######## design 1 ########
Fig. 1: design 1, met4 routing
Bar = 100 um. Cells faint in the background.
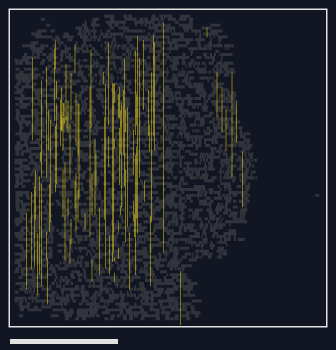

`config.mk`:
```
export PLATFORM = sky130hd
export DESIGN_NAME = ex_stage
export DESIGN_NICKNAME = d
export VERILOG_FILES = /design/src/rtl/ex_stage.sv
export SDC_FILE = /design/constraint.sdc
export NUM_CORES = 1
export LEC_CHECK = 0
export CAP_MARGIN = 20
export CORE_MARGIN = 4
export CORE_UTILIZATION = 30
export DETAILED_ROUTE_END_ITERATION = 7
export PLACE_DENSITY = 0.55
export SLEW_MARGIN = 10
export SYNTH_ARGS = -nofsm -noshare
export SYNTH_HDL_FRONTEND = slang
export SYNTH_SLANG_ARGS = --single-unit
```
`constraint.sdc`:
```
create_clock -name clk -period 13.3 [get_ports clk]
set_input_delay 3.99 -clock clk [delete_from_list [all_inputs] [get_ports clk]]
set_output_delay 3.99 -clock clk [all_outputs]
set_load 0.01 [all_outputs]
```
`src/rtl/ex_stage.sv`:
```
// ---------------------------------------------------------------------------
// ex_stage : execute stage of the 5-stage pipeline.
//
// Takes the decode register (opcode, rs/rt values, sign-extended immediate,
// destination index and PC). It computes the ALU result, the load/store
// address or the branch/JR outcome, and registers it toward MEM one cycle
// after acceptance. MUL/MULI use an iterative shift-add multiplier that
// retires MUL_BITS multiplier bits per cycle and holds decode via stall_out.
// An accepted HALT sets a sticky halted flag. After that no further results
// are produced until reset.
//
// Optional build macro:
//   EX_FAST_MUL_EN  defined   -> single-cycle combinational MUL/MULI. No FSM,
//                                no counter, and stall_out is tied to 0.
//                   undefined -> iterative multiplier, 32/MUL_BITS MUL cycles.
//
// Handshake: the instruction on the *_in ports is taken when valid_in=1,
// the stage is idle and not halted. For a MUL, stall_out rises in the same
// cycle the MUL is taken. Decode therefore keeps presenting the consumed MUL
// until stall_out drops. Those held inputs are ignored while the multiply
// runs. Decode advances on every clock edge where stall_out=0.
//
// Parameters: MUL_BITS (1,2,4,8,16,32), PC_W (<= 32).
// Ports:
//   clk, reset (async, active-low)
//   valid_in, opcode_in[5:0], rs_val_in, rt_val_in, imm_in, dest_idx_in[4:0],
//   pc_in[PC_W-1:0]                           -- decode register
//   stall_out                                 -- decode must hold
//   valid_out, opcode_out, result_out, store_data_out, dest_idx_out,
//   reg_write_out, mem_rd_out, mem_wr_out     -- EX/MEM register
//   br_taken_out, br_target_out               -- fetch redirect (1-cycle pulse)
//   halt_out                                  -- sticky halted flag
//   o_dbg_mul_busy                            -- multiplier FSM is in MUL state
// ---------------------------------------------------------------------------
module ex_stage #(
    parameter int MUL_BITS = 4,
    parameter int PC_W     = 32
) (
    input  logic            clk,
    input  logic            reset,
    input  logic            valid_in,
    input  logic [5:0]      opcode_in,
    input  logic [31:0]     rs_val_in,
    input  logic [31:0]     rt_val_in,
    input  logic [31:0]     imm_in,
    input  logic [4:0]      dest_idx_in,
    input  logic [PC_W-1:0] pc_in,
    output logic            stall_out,
    output logic            valid_out,
    output logic [5:0]      opcode_out,
    output logic [31:0]     result_out,
    output logic [31:0]     store_data_out,
    output logic [4:0]      dest_idx_out,
    output logic            reg_write_out,
    output logic            mem_rd_out,
    output logic            mem_wr_out,
    output logic            br_taken_out,
    output logic [PC_W-1:0] br_target_out,
    output logic            halt_out,
    output logic            o_dbg_mul_busy
);

    localparam logic [5:0] OP_ADD  = 6'd0,  OP_SUB  = 6'd1,  OP_OR   = 6'd2;
    localparam logic [5:0] OP_AND  = 6'd3,  OP_XOR  = 6'd4,  OP_ADDI = 6'd5;
    localparam logic [5:0] OP_SUBI = 6'd6,  OP_ORI  = 6'd7,  OP_ANDI = 6'd8;
    localparam logic [5:0] OP_XORI = 6'd9,  OP_MUL  = 6'd10, OP_MULI = 6'd11;
    localparam logic [5:0] OP_LDW  = 6'd12, OP_STW  = 6'd13, OP_BZ   = 6'd14;
    localparam logic [5:0] OP_BEQ  = 6'd15, OP_JR   = 6'd16, OP_HALT = 6'd17;

    logic            r_halted;
    logic            w_accept;
    logic            w_is_mul;
    logic [31:0]     w_mul_b;
    logic [31:0]     w_result;
    logic [31:0]     w_store;
    logic            w_reg_write;
    logic            w_mem_rd;
    logic            w_mem_wr;
    logic            w_br_taken;
    logic [PC_W-1:0] w_br_target;
    logic [PC_W-1:0] w_br_off;

    assign halt_out = r_halted;
    assign w_is_mul = (opcode_in == OP_MUL) || (opcode_in == OP_MULI);
    assign w_mul_b  = (opcode_in == OP_MULI) ? imm_in : rt_val_in;
    assign w_br_off = {imm_in[PC_W-3:0], 2'b00};

    // Single-cycle result for every opcode. In the iterative build, MUL/MULI
    // leave these at their zero defaults and take the FSM path instead.
    always_comb begin
        w_result    = '0;
        w_store     = '0;
        w_reg_write = 1'b0;
        w_mem_rd    = 1'b0;
        w_mem_wr    = 1'b0;
        w_br_taken  = 1'b0;
        w_br_target = '0;
        case (opcode_in)
            OP_ADD:  begin w_result = rs_val_in + rt_val_in; w_reg_write = 1'b1; end
            OP_SUB:  begin w_result = rs_val_in - rt_val_in; w_reg_write = 1'b1; end
            OP_OR:   begin w_result = rs_val_in | rt_val_in; w_reg_write = 1'b1; end
            OP_AND:  begin w_result = rs_val_in & rt_val_in; w_reg_write = 1'b1; end
            OP_XOR:  begin w_result = rs_val_in ^ rt_val_in; w_reg_write = 1'b1; end
            OP_ADDI: begin w_result = rs_val_in + imm_in;    w_reg_write = 1'b1; end
            OP_SUBI: begin w_result = rs_val_in - imm_in;    w_reg_write = 1'b1; end
            OP_ORI:  begin w_result = rs_val_in | imm_in;    w_reg_write = 1'b1; end
            OP_ANDI: begin w_result = rs_val_in & imm_in;    w_reg_write = 1'b1; end
            OP_XORI: begin w_result = rs_val_in ^ imm_in;    w_reg_write = 1'b1; end
`ifdef EX_FAST_MUL_EN
            OP_MUL, OP_MULI: begin
                w_result    = rs_val_in * w_mul_b;
                w_reg_write = 1'b1;
            end
`endif
            OP_LDW:  begin w_result = rs_val_in + imm_in; w_reg_write = 1'b1; w_mem_rd = 1'b1; end
            OP_STW:  begin
                w_result = rs_val_in + imm_in;
                w_store  = rt_val_in;
                w_mem_wr = 1'b1;
            end
            OP_BZ:   begin
                w_br_taken  = (rs_val_in == 32'd0);
                w_br_target = pc_in + w_br_off;
            end
            OP_BEQ:  begin
                w_br_taken  = (rs_val_in == rt_val_in);
                w_br_target = pc_in + w_br_off;
            end
            OP_JR:   begin
                w_br_taken  = 1'b1;
                w_br_target = rs_val_in[PC_W-1:0];
            end
            default: ;  // HALT and unknown opcodes: no writes, no branch, result 0
        endcase
    end

`ifdef EX_FAST_MUL_EN

    assign w_accept       = valid_in && !r_halted;
    assign stall_out      = 1'b0;
    assign o_dbg_mul_busy = 1'b0;

    always_ff @(posedge clk or negedge reset) begin
        if (!reset) begin
            r_halted       <= 1'b0;
            valid_out      <= 1'b0;
            opcode_out     <= '0;
            result_out     <= '0;
            store_data_out <= '0;
            dest_idx_out   <= '0;
            reg_write_out  <= 1'b0;
            mem_rd_out     <= 1'b0;
            mem_wr_out     <= 1'b0;
            br_taken_out   <= 1'b0;
            br_target_out  <= '0;
        end else begin
            valid_out     <= 1'b0;
            reg_write_out <= 1'b0;
            mem_rd_out    <= 1'b0;
            mem_wr_out    <= 1'b0;
            br_taken_out  <= 1'b0;
            if (w_accept) begin
                valid_out      <= 1'b1;
                opcode_out     <= opcode_in;
                result_out     <= w_result;
                store_data_out <= w_store;
                dest_idx_out   <= dest_idx_in;
                reg_write_out  <= w_reg_write;
                mem_rd_out     <= w_mem_rd;
                mem_wr_out     <= w_mem_wr;
                br_taken_out   <= w_br_taken;
                br_target_out  <= w_br_target;
                if (opcode_in == OP_HALT) r_halted <= 1'b1;
            end
        end
    end

`else

    typedef enum logic {S_IDLE, S_MUL} state_t;

    localparam int MUL_STEPS = 32 / MUL_BITS;
    localparam int CNT_W     = (MUL_STEPS > 1) ? $clog2(MUL_STEPS) : 1;
    localparam logic [CNT_W-1:0] CNT_LAST = CNT_W'(MUL_STEPS - 1);

    state_t           r_state;
    logic [CNT_W-1:0] r_cnt;
    logic [31:0]      r_mcand;   // multiplicand, pre-shifted to the current bit weight
    logic [31:0]      r_mplier;  // remaining multiplier bits, low chunk first
    logic [31:0]      r_acc;
    logic [5:0]       r_mul_op;
    logic [4:0]       r_mul_dest;
    logic [31:0]      w_partial;
    logic             w_last;

    // The stage only takes work in IDLE. The MUL that is still being held
    // by decode during the multiply is therefore never taken a second time.
    assign w_accept       = valid_in && !r_halted && (r_state == S_IDLE);
    assign w_last         = (r_state == S_MUL) && (r_cnt == CNT_LAST);
    assign stall_out      = (w_accept && w_is_mul) || ((r_state == S_MUL) && !w_last);
    assign o_dbg_mul_busy = (r_state == S_MUL);

    // Shift-add over this cycle's MUL_BITS multiplier bits (low word only).
    always_comb begin
        w_partial = '0;
        for (int b = 0; b < MUL_BITS; b++) begin
            if (r_mplier[b]) w_partial = w_partial + (r_mcand << b);
        end
    end

    always_ff @(posedge clk or negedge reset) begin
        if (!reset) begin
            r_state        <= S_IDLE;
            r_cnt          <= '0;
            r_mcand        <= '0;
            r_mplier       <= '0;
            r_acc          <= '0;
            r_mul_op       <= '0;
            r_mul_dest     <= '0;
            r_halted       <= 1'b0;
            valid_out      <= 1'b0;
            opcode_out     <= '0;
            result_out     <= '0;
            store_data_out <= '0;
            dest_idx_out   <= '0;
            reg_write_out  <= 1'b0;
            mem_rd_out     <= 1'b0;
            mem_wr_out     <= 1'b0;
            br_taken_out   <= 1'b0;
            br_target_out  <= '0;
        end else begin
            valid_out     <= 1'b0;
            reg_write_out <= 1'b0;
            mem_rd_out    <= 1'b0;
            mem_wr_out    <= 1'b0;
            br_taken_out  <= 1'b0;
            case (r_state)
                S_IDLE: begin
                    if (w_accept && w_is_mul) begin
                        r_state    <= S_MUL;
                        r_cnt      <= '0;
                        r_mcand    <= rs_val_in;
                        r_mplier   <= w_mul_b;
                        r_acc      <= '0;
                        r_mul_op   <= opcode_in;
                        r_mul_dest <= dest_idx_in;
                    end else if (w_accept) begin
                        valid_out      <= 1'b1;
                        opcode_out     <= opcode_in;
                        result_out     <= w_result;
                        store_data_out <= w_store;
                        dest_idx_out   <= dest_idx_in;
                        reg_write_out  <= w_reg_write;
                        mem_rd_out     <= w_mem_rd;
                        mem_wr_out     <= w_mem_wr;
                        br_taken_out   <= w_br_taken;
                        br_target_out  <= w_br_target;
                        if (opcode_in == OP_HALT) r_halted <= 1'b1;
                    end
                end
                S_MUL: begin
                    r_acc    <= r_acc + w_partial;
                    r_mcand  <= r_mcand << MUL_BITS;
                    r_mplier <= r_mplier >> MUL_BITS;
                    r_cnt    <= r_cnt + CNT_W'(1);
                    if (w_last) begin
                        r_state        <= S_IDLE;
                        valid_out      <= 1'b1;
                        opcode_out     <= r_mul_op;
                        result_out     <= r_acc + w_partial;
                        store_data_out <= '0;
                        dest_idx_out   <= r_mul_dest;
                        reg_write_out  <= 1'b1;
                        br_target_out  <= '0;
                    end
                end
                default: r_state <= S_IDLE;
            endcase
        end
    end

`endif

endmodule

```
######## design 2 ########
## config.mk

```make
export PLATFORM = sky130hd
export DESIGN_NAME = zigzag_scan_ctrl
export DESIGN_NICKNAME = d
export VERILOG_FILES = /design/src/rtl/scan_pkg.sv /design/src/rtl/scan_pos_cnt.sv /design/src/rtl/zigzag_scan_ctrl.sv
export SDC_FILE = /design/constraint.sdc
export NUM_CORES = 1
export LEC_CHECK = 0
export CAP_MARGIN = 5
export CORE_ASPECT_RATIO = 0.7
export CORE_MARGIN = 1
export CORE_UTILIZATION = 30
export CTS_CLUSTER_SIZE = 16
export DETAILED_ROUTE_END_ITERATION = 7
export SETUP_SLACK_MARGIN = 0.02
export SYNTH_ARGS = -nofsm -noshare
export SYNTH_HDL_FRONTEND = slang
export SYNTH_SLANG_ARGS = --single-unit
```

## constraint.sdc

```tcl
create_clock -name clk -period 3.2 [get_ports clk]
set_input_delay 0.64 -clock clk [delete_from_list [all_inputs] [get_ports clk]]
set_output_delay 0.64 -clock clk [all_outputs]
set_load 0.005 [all_outputs]
```

## src/rtl/scan_pkg.sv

```systemverilog
// Shared definitions for the zigzag (serpentine) 3x3 window scan controller:
// state codes, shift-command encodings, reuse-stack bit indices and defaults.
package scan_pkg;

  localparam int DIM_W_DEF = 9;
  localparam int KSZ_DEF   = 3;

  // Scan states, kept as plain codes so older tools can consume them too.
  typedef logic [2:0] state_t;
  localparam state_t ST_IDLE    = 3'd0;
  localparam state_t ST_FIRST   = 3'd1;
  localparam state_t ST_PAUSE   = 3'd2;
  localparam state_t ST_SWEEP_L = 3'd3;
  localparam state_t ST_SWEEP_R = 3'd4;
  localparam state_t ST_DONE    = 3'd5;

  // Window register-array shift commands.
  typedef logic [1:0] cmd_t;
  localparam cmd_t CMD_LOAD  = 2'd0;
  localparam cmd_t CMD_RIGHT = 2'd1;
  localparam cmd_t CMD_LEFT  = 2'd2;
  localparam cmd_t CMD_DOWN  = 2'd3;

  // Bit positions in stk_push / stk_pop.
  localparam int STK_A = 0;
  localparam int STK_B = 1;

endpackage

```

## src/rtl/scan_pos_cnt.sv

```systemverilog
// Window position counters: column counts up/down/holds within a band and
// the row counts bands. The flags are evaluated on the post-update value, so
// the controller can decide the next state in the same cycle as the beat.
module scan_pos_cnt #(
  parameter int DIM_W = 9
) (
  input  logic             clk,
  input  logic             rst,
  input  logic             clr,
  input  logic             col_inc,
  input  logic             col_dec,
  input  logic             row_inc,
  input  logic [DIM_W-1:0] col_last,
  input  logic [DIM_W-1:0] row_last,
  output logic [DIM_W-1:0] col,
  output logic [DIM_W-1:0] row,
  output logic             col_at_end,
  output logic             col_at_zero,
  output logic             row_at_last
);

  localparam logic [DIM_W-1:0] ONE = 1;

  logic [DIM_W-1:0] col_nxt;
  logic [DIM_W-1:0] row_nxt;

  // Next-position arithmetic; clear wins so a new scan always starts at (0,0).
  always_comb begin
    col_nxt = col;
    row_nxt = row;
    if (clr) begin
      col_nxt = '0;
      row_nxt = '0;
    end else begin
      if (col_inc)      col_nxt = col + ONE;
      else if (col_dec) col_nxt = col - ONE;
      if (row_inc)      row_nxt = row + ONE;
    end
  end

  assign col_at_end  = (col_nxt == col_last);
  assign col_at_zero = (col_nxt == '0);
  assign row_at_last = (row_nxt == row_last);

  // Position registers.
  always_ff @(posedge clk) begin
    if (rst) begin
      col <= '0;
      row <= '0;
    end else begin
      col <= col_nxt;
      row <= row_nxt;
    end
  end

endmodule

```

## src/rtl/zigzag_scan_ctrl.sv

```systemverilog
// Serpentine scan sequencer for a 3x3 convolution window over a C x R map.
// Issues one shift command per accepted beat plus push/pop commands to the
// two column-reuse stacks so each band reuses the previous band's pixels.
// Optional build macro: SCAN_PERF_CNT_EN adds the stall_cnt output.
//
// state    | meaning
// ---------+-----------------------------------------------------------
// IDLE     | waiting for start; cfg checked and latched here
// FIRST    | first band, LOAD then RIGHT moves, pushes stack A
// PAUSE    | single DOWN beat between bands, pops the last band's stack
// SWEEP_L  | band moving left: LEFT, push B, pop A
// SWEEP_R  | band moving right: RIGHT, push A, pop B
// DONE     | one-cycle completion, done pulse
module zigzag_scan_ctrl
  import scan_pkg::*;
#(
  parameter int DIM_W = DIM_W_DEF,
  parameter int KSZ   = KSZ_DEF
) (
  input  logic             clk,
  input  logic             rst,
  input  logic             start,
  input  logic             abort,
  input  logic [DIM_W-1:0] cfg_col,
  input  logic [DIM_W-1:0] cfg_row,
  input  logic             in_valid,
  output logic             in_ready,
  output logic [1:0]       sh_cmd,
  output logic             sh_vld,
  output logic [1:0]       stk_push,
  output logic [1:0]       stk_pop,
  output logic [DIM_W-1:0] win_col,
  output logic [DIM_W-1:0] win_row,
  output logic             busy,
  output logic             done,
`ifdef SCAN_PERF_CNT_EN
  output logic [15:0]      stall_cnt,
`endif
  output logic             cfg_err
);

  if (KSZ != 3) begin : g_bad_ksz
    $error("zigzag_scan_ctrl: KSZ must be 3");
  end

  localparam logic [DIM_W-1:0] KMIN = DIM_W'(KSZ);

  state_t           state, state_nxt;
  logic [DIM_W-1:0] col_cfg, row_cfg;
  logic [DIM_W-1:0] p_last, b_last;
  logic             loaded, dir_left;
  logic             scan_st, beat, start_ok, start_bad;
  logic             col_inc, col_dec, row_inc;
  logic             col_at_end, col_at_zero, row_at_last;
  cmd_t             cmd;
  logic [1:0]       push, pop;

  // Last column / last band index: P-1 = C-3 and B-1 = R-3.
  assign p_last = col_cfg - KMIN;
  assign b_last = row_cfg - KMIN;

  assign scan_st   = (state == ST_FIRST) || (state == ST_PAUSE) ||
                     (state == ST_SWEEP_L) || (state == ST_SWEEP_R);
  // Abort kills the handshake too, so an aborted beat never issues a command.
  assign in_ready  = scan_st && !abort;
  assign beat      = in_valid && in_ready;
  assign start_ok  = (state == ST_IDLE) && start && (cfg_col >= KMIN) && (cfg_row >= KMIN);
  assign start_bad = (state == ST_IDLE) && start && !((cfg_col >= KMIN) && (cfg_row >= KMIN));

  scan_pos_cnt #(.DIM_W(DIM_W)) u_pos (
    .clk         (clk),
    .rst         (rst),
    .clr         (start_ok),
    .col_inc     (col_inc),
    .col_dec     (col_dec),
    .row_inc     (row_inc),
    .col_last    (p_last),
    .row_last    (b_last),
    .col         (win_col),
    .row         (win_row),
    .col_at_end  (col_at_end),
    .col_at_zero (col_at_zero),
    .row_at_last (row_at_last)
  );

  // Command decode and next-state selection from state and accepted beat.
  always_comb begin
    state_nxt = state;
    cmd       = CMD_LOAD;
    push      = 2'b00;
    pop       = 2'b00;
    col_inc   = 1'b0;
    col_dec   = 1'b0;
    row_inc   = 1'b0;
    case (state)
      ST_IDLE: if (start_ok) state_nxt = ST_FIRST;
      ST_FIRST: if (beat) begin
        push[STK_A] = 1'b1;
        if (loaded) begin
          cmd     = CMD_RIGHT;
          col_inc = 1'b1;
        end
        if (col_at_end) state_nxt = (b_last == '0) ? ST_DONE : ST_PAUSE;
      end
      ST_PAUSE: if (beat) begin
        cmd     = CMD_DOWN;
        row_inc = 1'b1;
        if (dir_left) pop[STK_B] = 1'b1;
        else          pop[STK_A] = 1'b1;
        // With a single position per band every band is just one DOWN.
        if (p_last == '0) state_nxt = row_at_last ? ST_DONE : ST_PAUSE;
        else              state_nxt = dir_left ? ST_SWEEP_R : ST_SWEEP_L;
      end
      ST_SWEEP_L: if (beat) begin
        cmd         = CMD_LEFT;
        col_dec     = 1'b1;
        push[STK_B] = 1'b1;
        pop[STK_A]  = 1'b1;
        if (col_at_zero) state_nxt = row_at_last ? ST_DONE : ST_PAUSE;
      end
      ST_SWEEP_R: if (beat) begin
        cmd         = CMD_RIGHT;
        col_inc     = 1'b1;
        push[STK_A] = 1'b1;
        pop[STK_B]  = 1'b1;
        if (col_at_end) state_nxt = row_at_last ? ST_DONE : ST_PAUSE;
      end
      ST_DONE: state_nxt = ST_IDLE;
      default: state_nxt = ST_IDLE;
    endcase
    if (abort && (state != ST_IDLE)) state_nxt = ST_IDLE;
  end

  assign sh_vld   = beat;
  assign sh_cmd   = cmd;
  assign stk_push = push;
  assign stk_pop  = pop;
  assign busy     = scan_st;
  assign done     = (state == ST_DONE);

  // State, latched geometry and band-direction tracking.
  always_ff @(posedge clk) begin
    if (rst) begin
      state    <= ST_IDLE;
      col_cfg  <= '0;
      row_cfg  <= '0;
      loaded   <= 1'b0;
      dir_left <= 1'b0;
      cfg_err  <= 1'b0;
    end else begin
      state   <= state_nxt;
      cfg_err <= start_bad;
      if (start_ok) begin
        col_cfg  <= cfg_col;
        row_cfg  <= cfg_row;
        loaded   <= 1'b0;
        dir_left <= 1'b0;
      end else if (beat) begin
        loaded <= 1'b1;
        // dir_left tracks the direction of the band that follows each DOWN.
        if (state == ST_PAUSE) dir_left <= !dir_left;
      end
    end
  end

`ifdef SCAN_PERF_CNT_EN
  // Saturating count of scan cycles starved by the fetch unit.
  always_ff @(posedge clk) begin
    if (rst)                                                   stall_cnt <= '0;
    else if (start_ok)                                         stall_cnt <= '0;
    else if (scan_st && !in_valid && (stall_cnt != 16'hFFFF))  stall_cnt <= stall_cnt + 16'd1;
  end
`endif

endmodule

```

######## design 3 ########
===== src/rtl/hazard_ctrl_unit_if.sv =====
// Pipeline <-> hazard controller bundle: ID/EX/MEM hazard sources in, stall/flush controls and perf counts out.
interface hazard_ctrl_unit_if #(
  parameter int REG_AW = 5,
  parameter int CNT_W  = 16
);
  logic [REG_AW-1:0] id_rs;
  logic [REG_AW-1:0] id_rt;
  logic              id_uses_rt;
  logic              id_jump;
  logic              ex_memread;
  logic [REG_AW-1:0] ex_rd;
  logic              mem_memread;
  logic [REG_AW-1:0] mem_rd;
  logic              ex_mc_start;
  logic              br_taken;

  logic              pc_write_en;
  logic              ifid_write_en;
  logic              idex_write_en;
  logic              idex_bubble;
  logic              exmem_bubble;
  logic              flush_ifid;
  logic              flush_idex;
  logic [CNT_W-1:0]  stall_cycles;
  logic [CNT_W-1:0]  flush_events;

  modport master (
    output id_rs, id_rt, id_uses_rt, id_jump, ex_memread, ex_rd,
           mem_memread, mem_rd, ex_mc_start, br_taken,
    input  pc_write_en, ifid_write_en, idex_write_en, idex_bubble,
           exmem_bubble, flush_ifid, flush_idex, stall_cycles, flush_events
  );

  modport slave (
    input  id_rs, id_rt, id_uses_rt, id_jump, ex_memread, ex_rd,
           mem_memread, mem_rd, ex_mc_start, br_taken,
    output pc_write_en, ifid_write_en, idex_write_en, idex_bubble,
           exmem_bubble, flush_ifid, flush_idex, stall_cycles, flush_events
  );
endinterface


===== src/rtl/hazard_ctrl_unit.sv =====
// Pipeline hazard controller: load-use stall, multi-cycle freeze, branch/jump flush; controls are combinational (0 cycles), no backpressure.
// Define HAZARD_PERF_CNT_EN to build the saturating stall/flush counters; otherwise they read constant 0.
module hazard_ctrl_unit #(
  parameter int REG_AW       = 5,
  parameter int MC_LAT       = 4,
  parameter int LU_STALLS    = 1,
  parameter int BRANCH_IN_EX = 1,
  parameter int CNT_W        = 16
) (
  input logic               clk,
  input logic               rst_n,
  hazard_ctrl_unit_if.slave hz
);

  localparam logic [REG_AW-1:0] REG_ZERO  = '0;
  localparam logic [3:0]        MC_INIT   = (MC_LAT > 2) ? 4'(MC_LAT - 3) : 4'd0;
  localparam bit                MC_ACTIVE = (MC_LAT > 1);
  localparam bit                MC_WAITS  = (MC_LAT > 2);
  localparam bit                LU_MEM    = (LU_STALLS == 2);
  localparam bit                BR_EX     = (BRANCH_IN_EX != 0);

  typedef enum logic {RUN, MC_WAIT} state_t;

  state_t     state_q, state_d;
  logic [3:0] mc_cnt_q, mc_cnt_d;
  logic       freeze;
  logic       lu_hazard;

  logic pc_we, ifid_we, idex_we, idex_bub, exmem_bub, fl_ifid, fl_idex;

  // Register 0 is hard-wired, so neither a zero destination nor a zero source can create a dependency.
  function automatic logic lu_hit(input logic ld, input logic [REG_AW-1:0] rd,
                                  input logic [REG_AW-1:0] rs, input logic [REG_AW-1:0] rt,
                                  input logic uses_rt);
    lu_hit = ld && (rd != REG_ZERO) &&
             (((rs != REG_ZERO) && (rd == rs)) || (uses_rt && (rt != REG_ZERO) && (rd == rt)));
  endfunction

  assign lu_hazard = lu_hit(hz.ex_memread, hz.ex_rd, hz.id_rs, hz.id_rt, hz.id_uses_rt) ||
                     (LU_MEM && lu_hit(hz.mem_memread, hz.mem_rd, hz.id_rs, hz.id_rt, hz.id_uses_rt));

  always_ff @(posedge clk or negedge rst_n) begin
    if (!rst_n) begin
      state_q  <= RUN;
      mc_cnt_q <= 4'd0;
    end else begin
      state_q  <= state_d;
      mc_cnt_q <= mc_cnt_d;
    end
  end

  // The RUN cycle that sees ex_mc_start is the first frozen cycle, so MC_WAIT covers the remaining MC_LAT-2.
  always_comb begin
    state_d  = state_q;
    mc_cnt_d = mc_cnt_q;
    freeze   = 1'b0;
    case (state_q)
      RUN: begin
        if (hz.ex_mc_start && MC_ACTIVE) begin
          freeze = 1'b1;
          if (MC_WAITS) begin
            state_d  = MC_WAIT;
            mc_cnt_d = MC_INIT;
          end
        end
      end
      MC_WAIT: begin
        freeze = 1'b1;
        if (mc_cnt_q == 4'd0) state_d = RUN;
        else                  mc_cnt_d = mc_cnt_q - 4'd1;
      end
      default: state_d = RUN;
    endcase
  end

  always_comb begin
    pc_we     = 1'b1;
    ifid_we   = 1'b1;
    idex_we   = 1'b1;
    idex_bub  = 1'b0;
    exmem_bub = 1'b0;
    fl_ifid   = 1'b0;
    fl_idex   = 1'b0;
    if (!rst_n) begin
      pc_we = 1'b1;
    end else if (freeze) begin
      pc_we     = 1'b0;
      ifid_we   = 1'b0;
      idex_we   = 1'b0;
      exmem_bub = 1'b1;
    end else if (hz.br_taken) begin
      fl_ifid = 1'b1;
      fl_idex = BR_EX;
    end else if (lu_hazard) begin
      pc_we    = 1'b0;
      ifid_we  = 1'b0;
      idex_bub = 1'b1;
    end else if (hz.id_jump) begin
      fl_ifid = 1'b1;
    end
  end

  assign hz.pc_write_en   = pc_we;
  assign hz.ifid_write_en = ifid_we;
  assign hz.idex_write_en = idex_we;
  assign hz.idex_bubble   = idex_bub;
  assign hz.exmem_bubble  = exmem_bub;
  assign hz.flush_ifid    = fl_ifid;
  assign hz.flush_idex    = fl_idex;

`ifdef HAZARD_PERF_CNT_EN
  logic [CNT_W-1:0] stall_q, flush_q;

  always_ff @(posedge clk or negedge rst_n) begin
    if (!rst_n) begin
      stall_q <= '0;
      flush_q <= '0;
    end else begin
      if (!pc_we && (stall_q != '1)) stall_q <= stall_q + CNT_W'(1);
      if (fl_ifid && (flush_q != '1)) flush_q <= flush_q + CNT_W'(1);
    end
  end

  assign hz.stall_cycles = stall_q;
  assign hz.flush_events = flush_q;
`else
  assign hz.stall_cycles = {CNT_W{1'b0}};
  assign hz.flush_events = {CNT_W{1'b0}};
`endif

endmodule

===== src/flat_wrapper.sv =====
// flat-port wrapper written by rule: the top's interface ports become plain ports
module hazard_ctrl_unit_flat 
#(
  parameter int REG_AW       = 5,
  parameter int MC_LAT       = 4,
  parameter int LU_STALLS    = 1,
  parameter int BRANCH_IN_EX = 1,
  parameter int CNT_W        = 16
)
  (clk, rst_n, hz_id_rs, hz_id_rt, hz_id_uses_rt, hz_id_jump, hz_ex_memread, hz_ex_rd, hz_mem_memread, hz_mem_rd, hz_ex_mc_start, hz_br_taken, hz_pc_write_en, hz_ifid_write_en, hz_idex_write_en, hz_idex_bubble, hz_exmem_bubble, hz_flush_ifid, hz_flush_idex, hz_stall_cycles, hz_flush_events);
  hazard_ctrl_unit_if #(.REG_AW(REG_AW), .CNT_W(CNT_W)) hz_i ();
  input logic clk;
  input logic rst_n;
  input wire logic [$bits(hz_i.id_rs)-1:0] hz_id_rs;
  input wire logic [$bits(hz_i.id_rt)-1:0] hz_id_rt;
  input wire logic [$bits(hz_i.id_uses_rt)-1:0] hz_id_uses_rt;
  input wire logic [$bits(hz_i.id_jump)-1:0] hz_id_jump;
  input wire logic [$bits(hz_i.ex_memread)-1:0] hz_ex_memread;
  input wire logic [$bits(hz_i.ex_rd)-1:0] hz_ex_rd;
  input wire logic [$bits(hz_i.mem_memread)-1:0] hz_mem_memread;
  input wire logic [$bits(hz_i.mem_rd)-1:0] hz_mem_rd;
  input wire logic [$bits(hz_i.ex_mc_start)-1:0] hz_ex_mc_start;
  input wire logic [$bits(hz_i.br_taken)-1:0] hz_br_taken;
  output wire logic [$bits(hz_i.pc_write_en)-1:0] hz_pc_write_en;
  output wire logic [$bits(hz_i.ifid_write_en)-1:0] hz_ifid_write_en;
  output wire logic [$bits(hz_i.idex_write_en)-1:0] hz_idex_write_en;
  output wire logic [$bits(hz_i.idex_bubble)-1:0] hz_idex_bubble;
  output wire logic [$bits(hz_i.exmem_bubble)-1:0] hz_exmem_bubble;
  output wire logic [$bits(hz_i.flush_ifid)-1:0] hz_flush_ifid;
  output wire logic [$bits(hz_i.flush_idex)-1:0] hz_flush_idex;
  output wire logic [$bits(hz_i.stall_cycles)-1:0] hz_stall_cycles;
  output wire logic [$bits(hz_i.flush_events)-1:0] hz_flush_events;
  assign hz_i.id_rs = hz_id_rs;
  assign hz_i.id_rt = hz_id_rt;
  assign hz_i.id_uses_rt = hz_id_uses_rt;
  assign hz_i.id_jump = hz_id_jump;
  assign hz_i.ex_memread = hz_ex_memread;
  assign hz_i.ex_rd = hz_ex_rd;
  assign hz_i.mem_memread = hz_mem_memread;
  assign hz_i.mem_rd = hz_mem_rd;
  assign hz_i.ex_mc_start = hz_ex_mc_start;
  assign hz_i.br_taken = hz_br_taken;
  assign hz_pc_write_en = hz_i.pc_write_en;
  assign hz_ifid_write_en = hz_i.ifid_write_en;
  assign hz_idex_write_en = hz_i.idex_write_en;
  assign hz_idex_bubble = hz_i.idex_bubble;
  assign hz_exmem_bubble = hz_i.exmem_bubble;
  assign hz_flush_ifid = hz_i.flush_ifid;
  assign hz_flush_idex = hz_i.flush_idex;
  assign hz_stall_cycles = hz_i.stall_cycles;
  assign hz_flush_events = hz_i.flush_events;
  hazard_ctrl_unit #(.REG_AW(REG_AW), .MC_LAT(MC_LAT), .LU_STALLS(LU_STALLS), .BRANCH_IN_EX(BRANCH_IN_EX), .CNT_W(CNT_W)) u_core (.clk(clk), .rst_n(rst_n), .hz(hz_i));
endmodule

===== config.mk =====
export PLATFORM = sky130hd
export DESIGN_NAME = hazard_ctrl_unit_flat
export DESIGN_NICKNAME = d
export VERILOG_FILES = /design/src/rtl/hazard_ctrl_unit_if.sv /design/src/rtl/hazard_ctrl_unit.sv /design/src/flat_wrapper.sv
export SDC_FILE = /design/constraint.sdc
export NUM_CORES = 1
export LEC_CHECK = 0
export CORE_MARGIN = 8
export CORE_UTILIZATION = 28
export CTS_CLUSTER_SIZE = 24
export DETAILED_ROUTE_END_ITERATION = 8
export PLACE_DENSITY = 0.86
export SLEW_MARGIN = 25
export SYNTH_ARGS = -nofsm -noshare
export SYNTH_HDL_FRONTEND = slang
export SYNTH_SLANG_ARGS = --single-unit

===== constraint.sdc =====
create_clock -name clk -period 1.5 [get_ports clk]
set_input_delay 0.225 -clock clk [delete_from_list [all_inputs] [get_ports clk]]
set_output_delay 0.225 -clock clk [all_outputs]
set_load 0.01 [all_outputs]

Fig. 2: design 3, congestion heat map
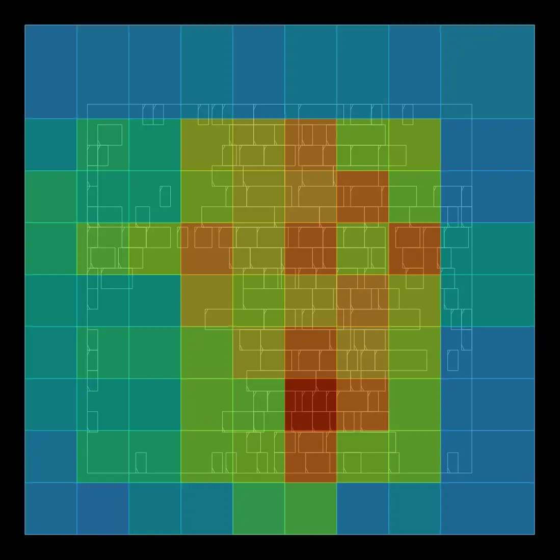
drt wl/cell: 13.43 um
Total GRT Usage: 9.021%
GRT met1 Usage: 10.08%

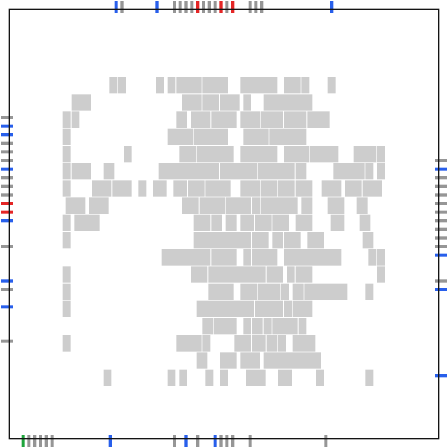
Fig. 3. Ports around the boundary (design 3).
Pins as bars across the die edge, other pins in grey.
legend:
  green:
    port: hz_mem_memread
    pins: 1
    direction: input
    edge: bottom
  red:
    port: hz_id_rs
    pins: 5
    direction: input
    edge: 3 top, 2 left
  blue:
    port: hz_stall_cycles
    pins: 16
    direction: output
    edge: 6 left, 4 right, 3 bottom, 3 top
all pins by edge: 18 top, 18 left, 16 bottom, 15 right

==> flow_metrics.tcl, design 3 <==
# implementation run metrics
set metrics [dict create \
    p_per_area_nw_per_um2 876.3 \
    flops 5 \
    rr_endpoint "u_core.mc_cnt_q[0]" \
    n_all_inverters 5 \
    top_layer "met4" \
    cts_hold_buf 1 \
    finalNonFillerCells 177 \
    cp_slowest_stage_delay_ns 0.55 \
    dr.first_iter.drc_count 9 \
    finalInstanceArea_um2 1251 \
    internal_power_uw 656.7 \
    die_h_um 67.65 \
    setup-violations-final 4 \
    warning_count 35 \
    post-route-worst-setup-slack_ns -0.2819 \
    syn_area_um2 747.0 \
    topCombFamilyByArea "buffers and inverters" \
    overflow 0 \
    outcome "finished with violations" \
    gp_congestion 0.7719 \
    top_cells_by_area "buf_4, dfrtp_1, xnor2_1" \
    grt-busiest-layer "met2" \
    p_sw_uw 439.8 \
    logic_area_um2 613.1 \
    path_class "in2out" \
    synth-xor-area-share_pct 10.55 \
    max_freq_mhz 561.2 \
    grt_max_degree 8 \
    finalClockPeriodUsage_pct 118.8 \
    ys_seq_share_pct 16.75 \
    holdCritPathClass "in2async" \
    vias 733 \
    grt_pass1_vias 722 \
    wirelength_mm 2.377 \
    simple_gate_share_pct 18.43 \
    met1Wirelength_um 900 \
    crit_chain "buf_6 -> or4_4 -> o21ai_4 -> nor3_4 -> o31ai_2 -> buf_2" \
    clk_pin_slew_ns 0.04 \
    mux_share_pct 4.188 \
    drv_cap 0 \
    synth.avg_cell_area_um2 7.946 \
    clockPowerShare_pct 14.3 \
    dpl-instance-area_um2 1031 \
    cts_inserted_buffers 3 \
    dieArea_um2 4577 \
    hpwl_mm 1.727 \
    violations "negative setup slack" \
    common_cells "buf_4, xnor2_1, nand2_1" \
    pwr-share-seq_pct 22.9 \
]
design 3: layout by cell type (no fill, tap or decap), types with 2 or more instances in the layout:
cell type      instances
nand2b_1               4
nand3_2                2
inv_1                  3
dlygate4sd2_1         11
xnor2_2                4
o21ai_0                3
buf_6                 10
nand2_1                5
buf_2                  8
buf_4                 16
nor3_1                 2
mux2i_1                2
nor4_4                 2
xnor2_1                5
nor2_1                 2
nor3_4                 2
inv_2                  2
dfrtp_1                5
o21a_1                 2
conb_1                32
clkbuf_4               3
design 3: state kept, by name (all words and copies together) (netlist names):
signal	cells
u_core.mc_cnt_q	4
u_core.state_q	1
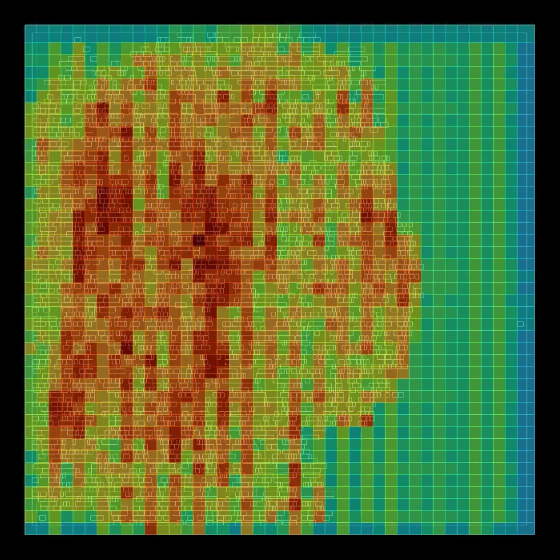
Fig. 4. Congestion heat map (design 1).
GRT met1 Usage: 28.75%
Finished Core Util: 36.10%
met2 Use GR: 38.52%
Total GRT Usage: 22.91%

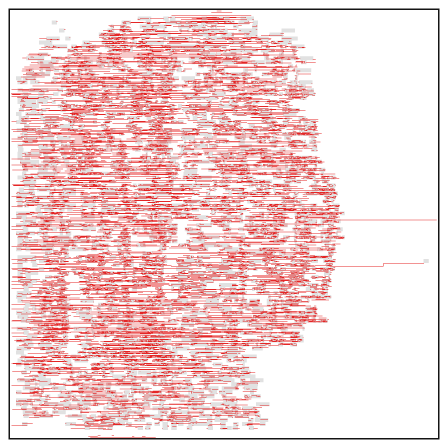
Fig. 5. Met1 routing (design 1).
Cells faint in the background.
longest straight run: 72.2 um
share of all routed wire: 42%
main direction: horizontal
nets with wire on the layer: 3,456
wire length on this layer: 42.9 mm

About Fig. 1:
longest straight run: 214 um
main direction: vertical
nets with wire on the layer: 84
share of all routed wire: 5.7%
wire length on this layer: 5,820 um

==> flow_metrics.tcl, design 1 <==
# implementation run metrics
set metrics [dict create \
    antenna_found_initial 0 \
    clk_pin_slew_ns 0.06 \
    finalClockPeriodUsage_pct 82.17 \
    outcome "complete, no violations" \
    die_w_um 292.8 \
    worstPathArrival_ns 6.94 \
    fp_util_pct 30.27 \
    final_layout_size_suffix_gt1_share_pct 6.162 \
    gp_congestion 0.9429 \
    power_leader "combinational logic" \
    topCombFamilyByArea "AND-OR/OR-AND gates" \
    crit_buf_inv 3 \
    cts_inserted_buffers 27 \
    max_freq_mhz 91.51 \
    top_cells_by_area "dfrtp_1, ha_1, o21ai_0" \
    antenna_cells 0 \
    rsz0062_at_grt "false" \
    area_growth_syn_to_layout_pct 19.27 \
    wl_per_cell_um 23.35 \
    layout.cells.most_common "nand2_1" \
    required_ns 9.31 \
    async_flop_share_pct 100.0 \
    grt_max_degree 127 \
    skew_ns 0.01131 \
    edf_count 0 \
    synth.avg_cell_area_um2 7.732 \
    ys_cells 3148 \
    cp-end-kind "output port" \
]
## design 1: final cells by class
class,instances,area (um^2)
clock buffer,33,748.2
clock inverter,15,221.5
fill,8471,51390
inverter,131,491.7
multi-input combinational,2614,17650
sequential,224,5609
tap,1060,1326
timing repair buffer,310,2983
## design 1: per-layer routing
metal	vias to the layer above	global-route usage [%]	share of wire, %
met2	931	38.52	46
li1	11977	-	-
met3	228	3.533	6.1
met1	11975	28.75	42
met4	0	11.03	5.7
met5	-	0	0
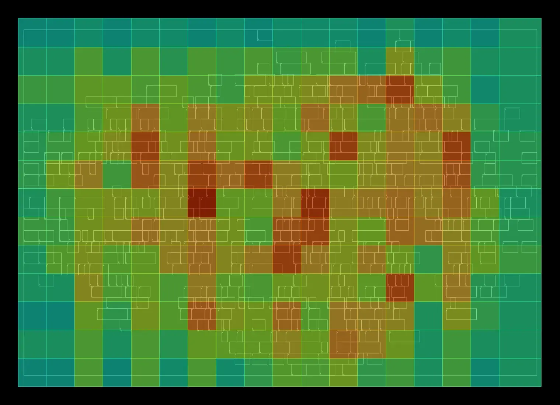
Fig. 6. Congestion heat map (design 2).
GRT met1 Usage: 27.43%
busiest grt layer: met1

==> flow_metrics.tcl, design 2 <==
# implementation run metrics
set metrics [dict create \
    synth_top_area_share_pct 25.40 \
    p_clk_uw 584 \
    area_growth_syn_to_layout_pct 39.23 \
    internal_power_mw 1.406 \
    use_met2_pct 22.50 \
    final_layout_size_suffix_gt1_share_pct 18.42 \
    outcome "complete, no violations" \
    synth.avg_cell_area_um2 7.576 \
    dr.pass1.iters 5 \
    io_pins 52 \
    grt_use_total_pct 16.81 \
    ys_cells 437 \
    setup_tns_ns 0 \
    wl_per_cell_um 14.35 \
    ant_nets 0 \
    dpl-instance-area_um2 4335 \
    power.leakage_nw 1.816 \
    synth-compound-area-share_pct 20.18 \
    path_class "in2reg" \
    synth-xor-area-share_pct 11.38 \
    antenna_found_initial 0 \
    common_cells "nand2_1, nor2_1, dfxtp_1" \
    gp_congestion 0.8826 \
    mux_share_pct 0.9826 \
    hold_slack_ns 0.4733 \
]
-- design 2: cell type report --
type,instances,area share (%)
Multi-Input combinational cell,357,51.44
Clock buffer,6,2.796
Clock inverter,2,0.8143
Timing Repair Buffer,111,21.50
Tap cell,148,4.017
Inverter,14,1.140
Sequential cell,42,18.30
-- design 2: critical path, cell delays in order --
cell and delay, ns:
clkdlybuf4s50_1 0.49, nor4b_1 0.32, buf_4 0.21, and3_1 0.21
buf_12 0.14, buf_4 0.13, and3_1 0.15, a41o_1 0.11
a211oi_2 0.05, o41ai_2 0.41, and2_4 0.22, mux2i_1 0.18

==> gallery <==
Metal 2.
(a)
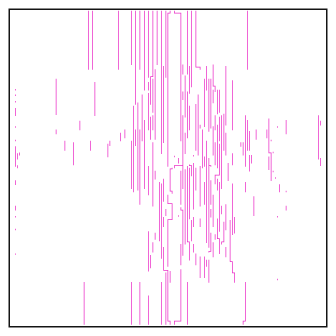
(b)
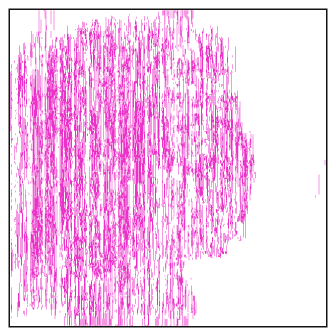
(c)
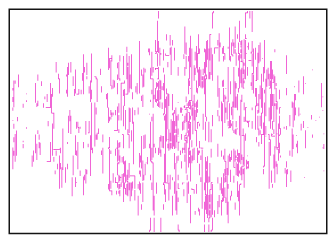
For design 2, see (c).
For design 3, see (a).
For design 1, see (b).



## Gallery

M3 wires.
Cells faint in the background.
picture 1
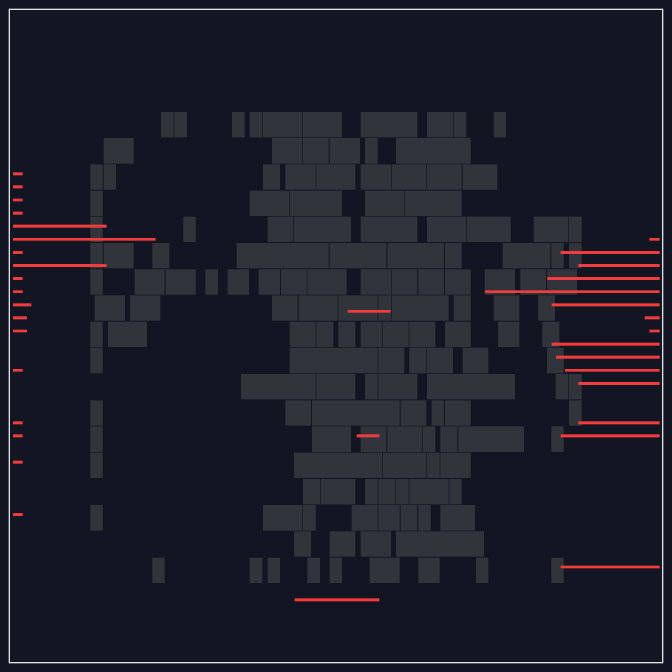
picture 2
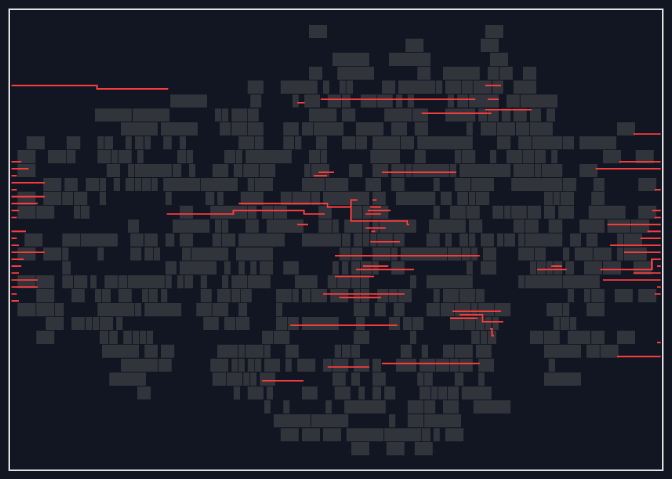
picture 3
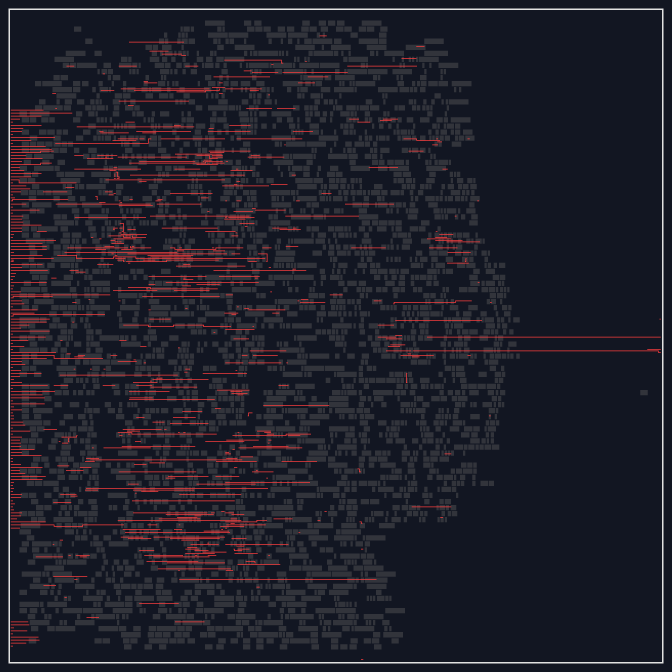
| from | picture |
|---|---|
| design 1 | picture 3 |
| design 3 | picture 1 |
| design 2 | picture 2 |

Power figures rest on the tool's default switching activity, not on a simulated workload.
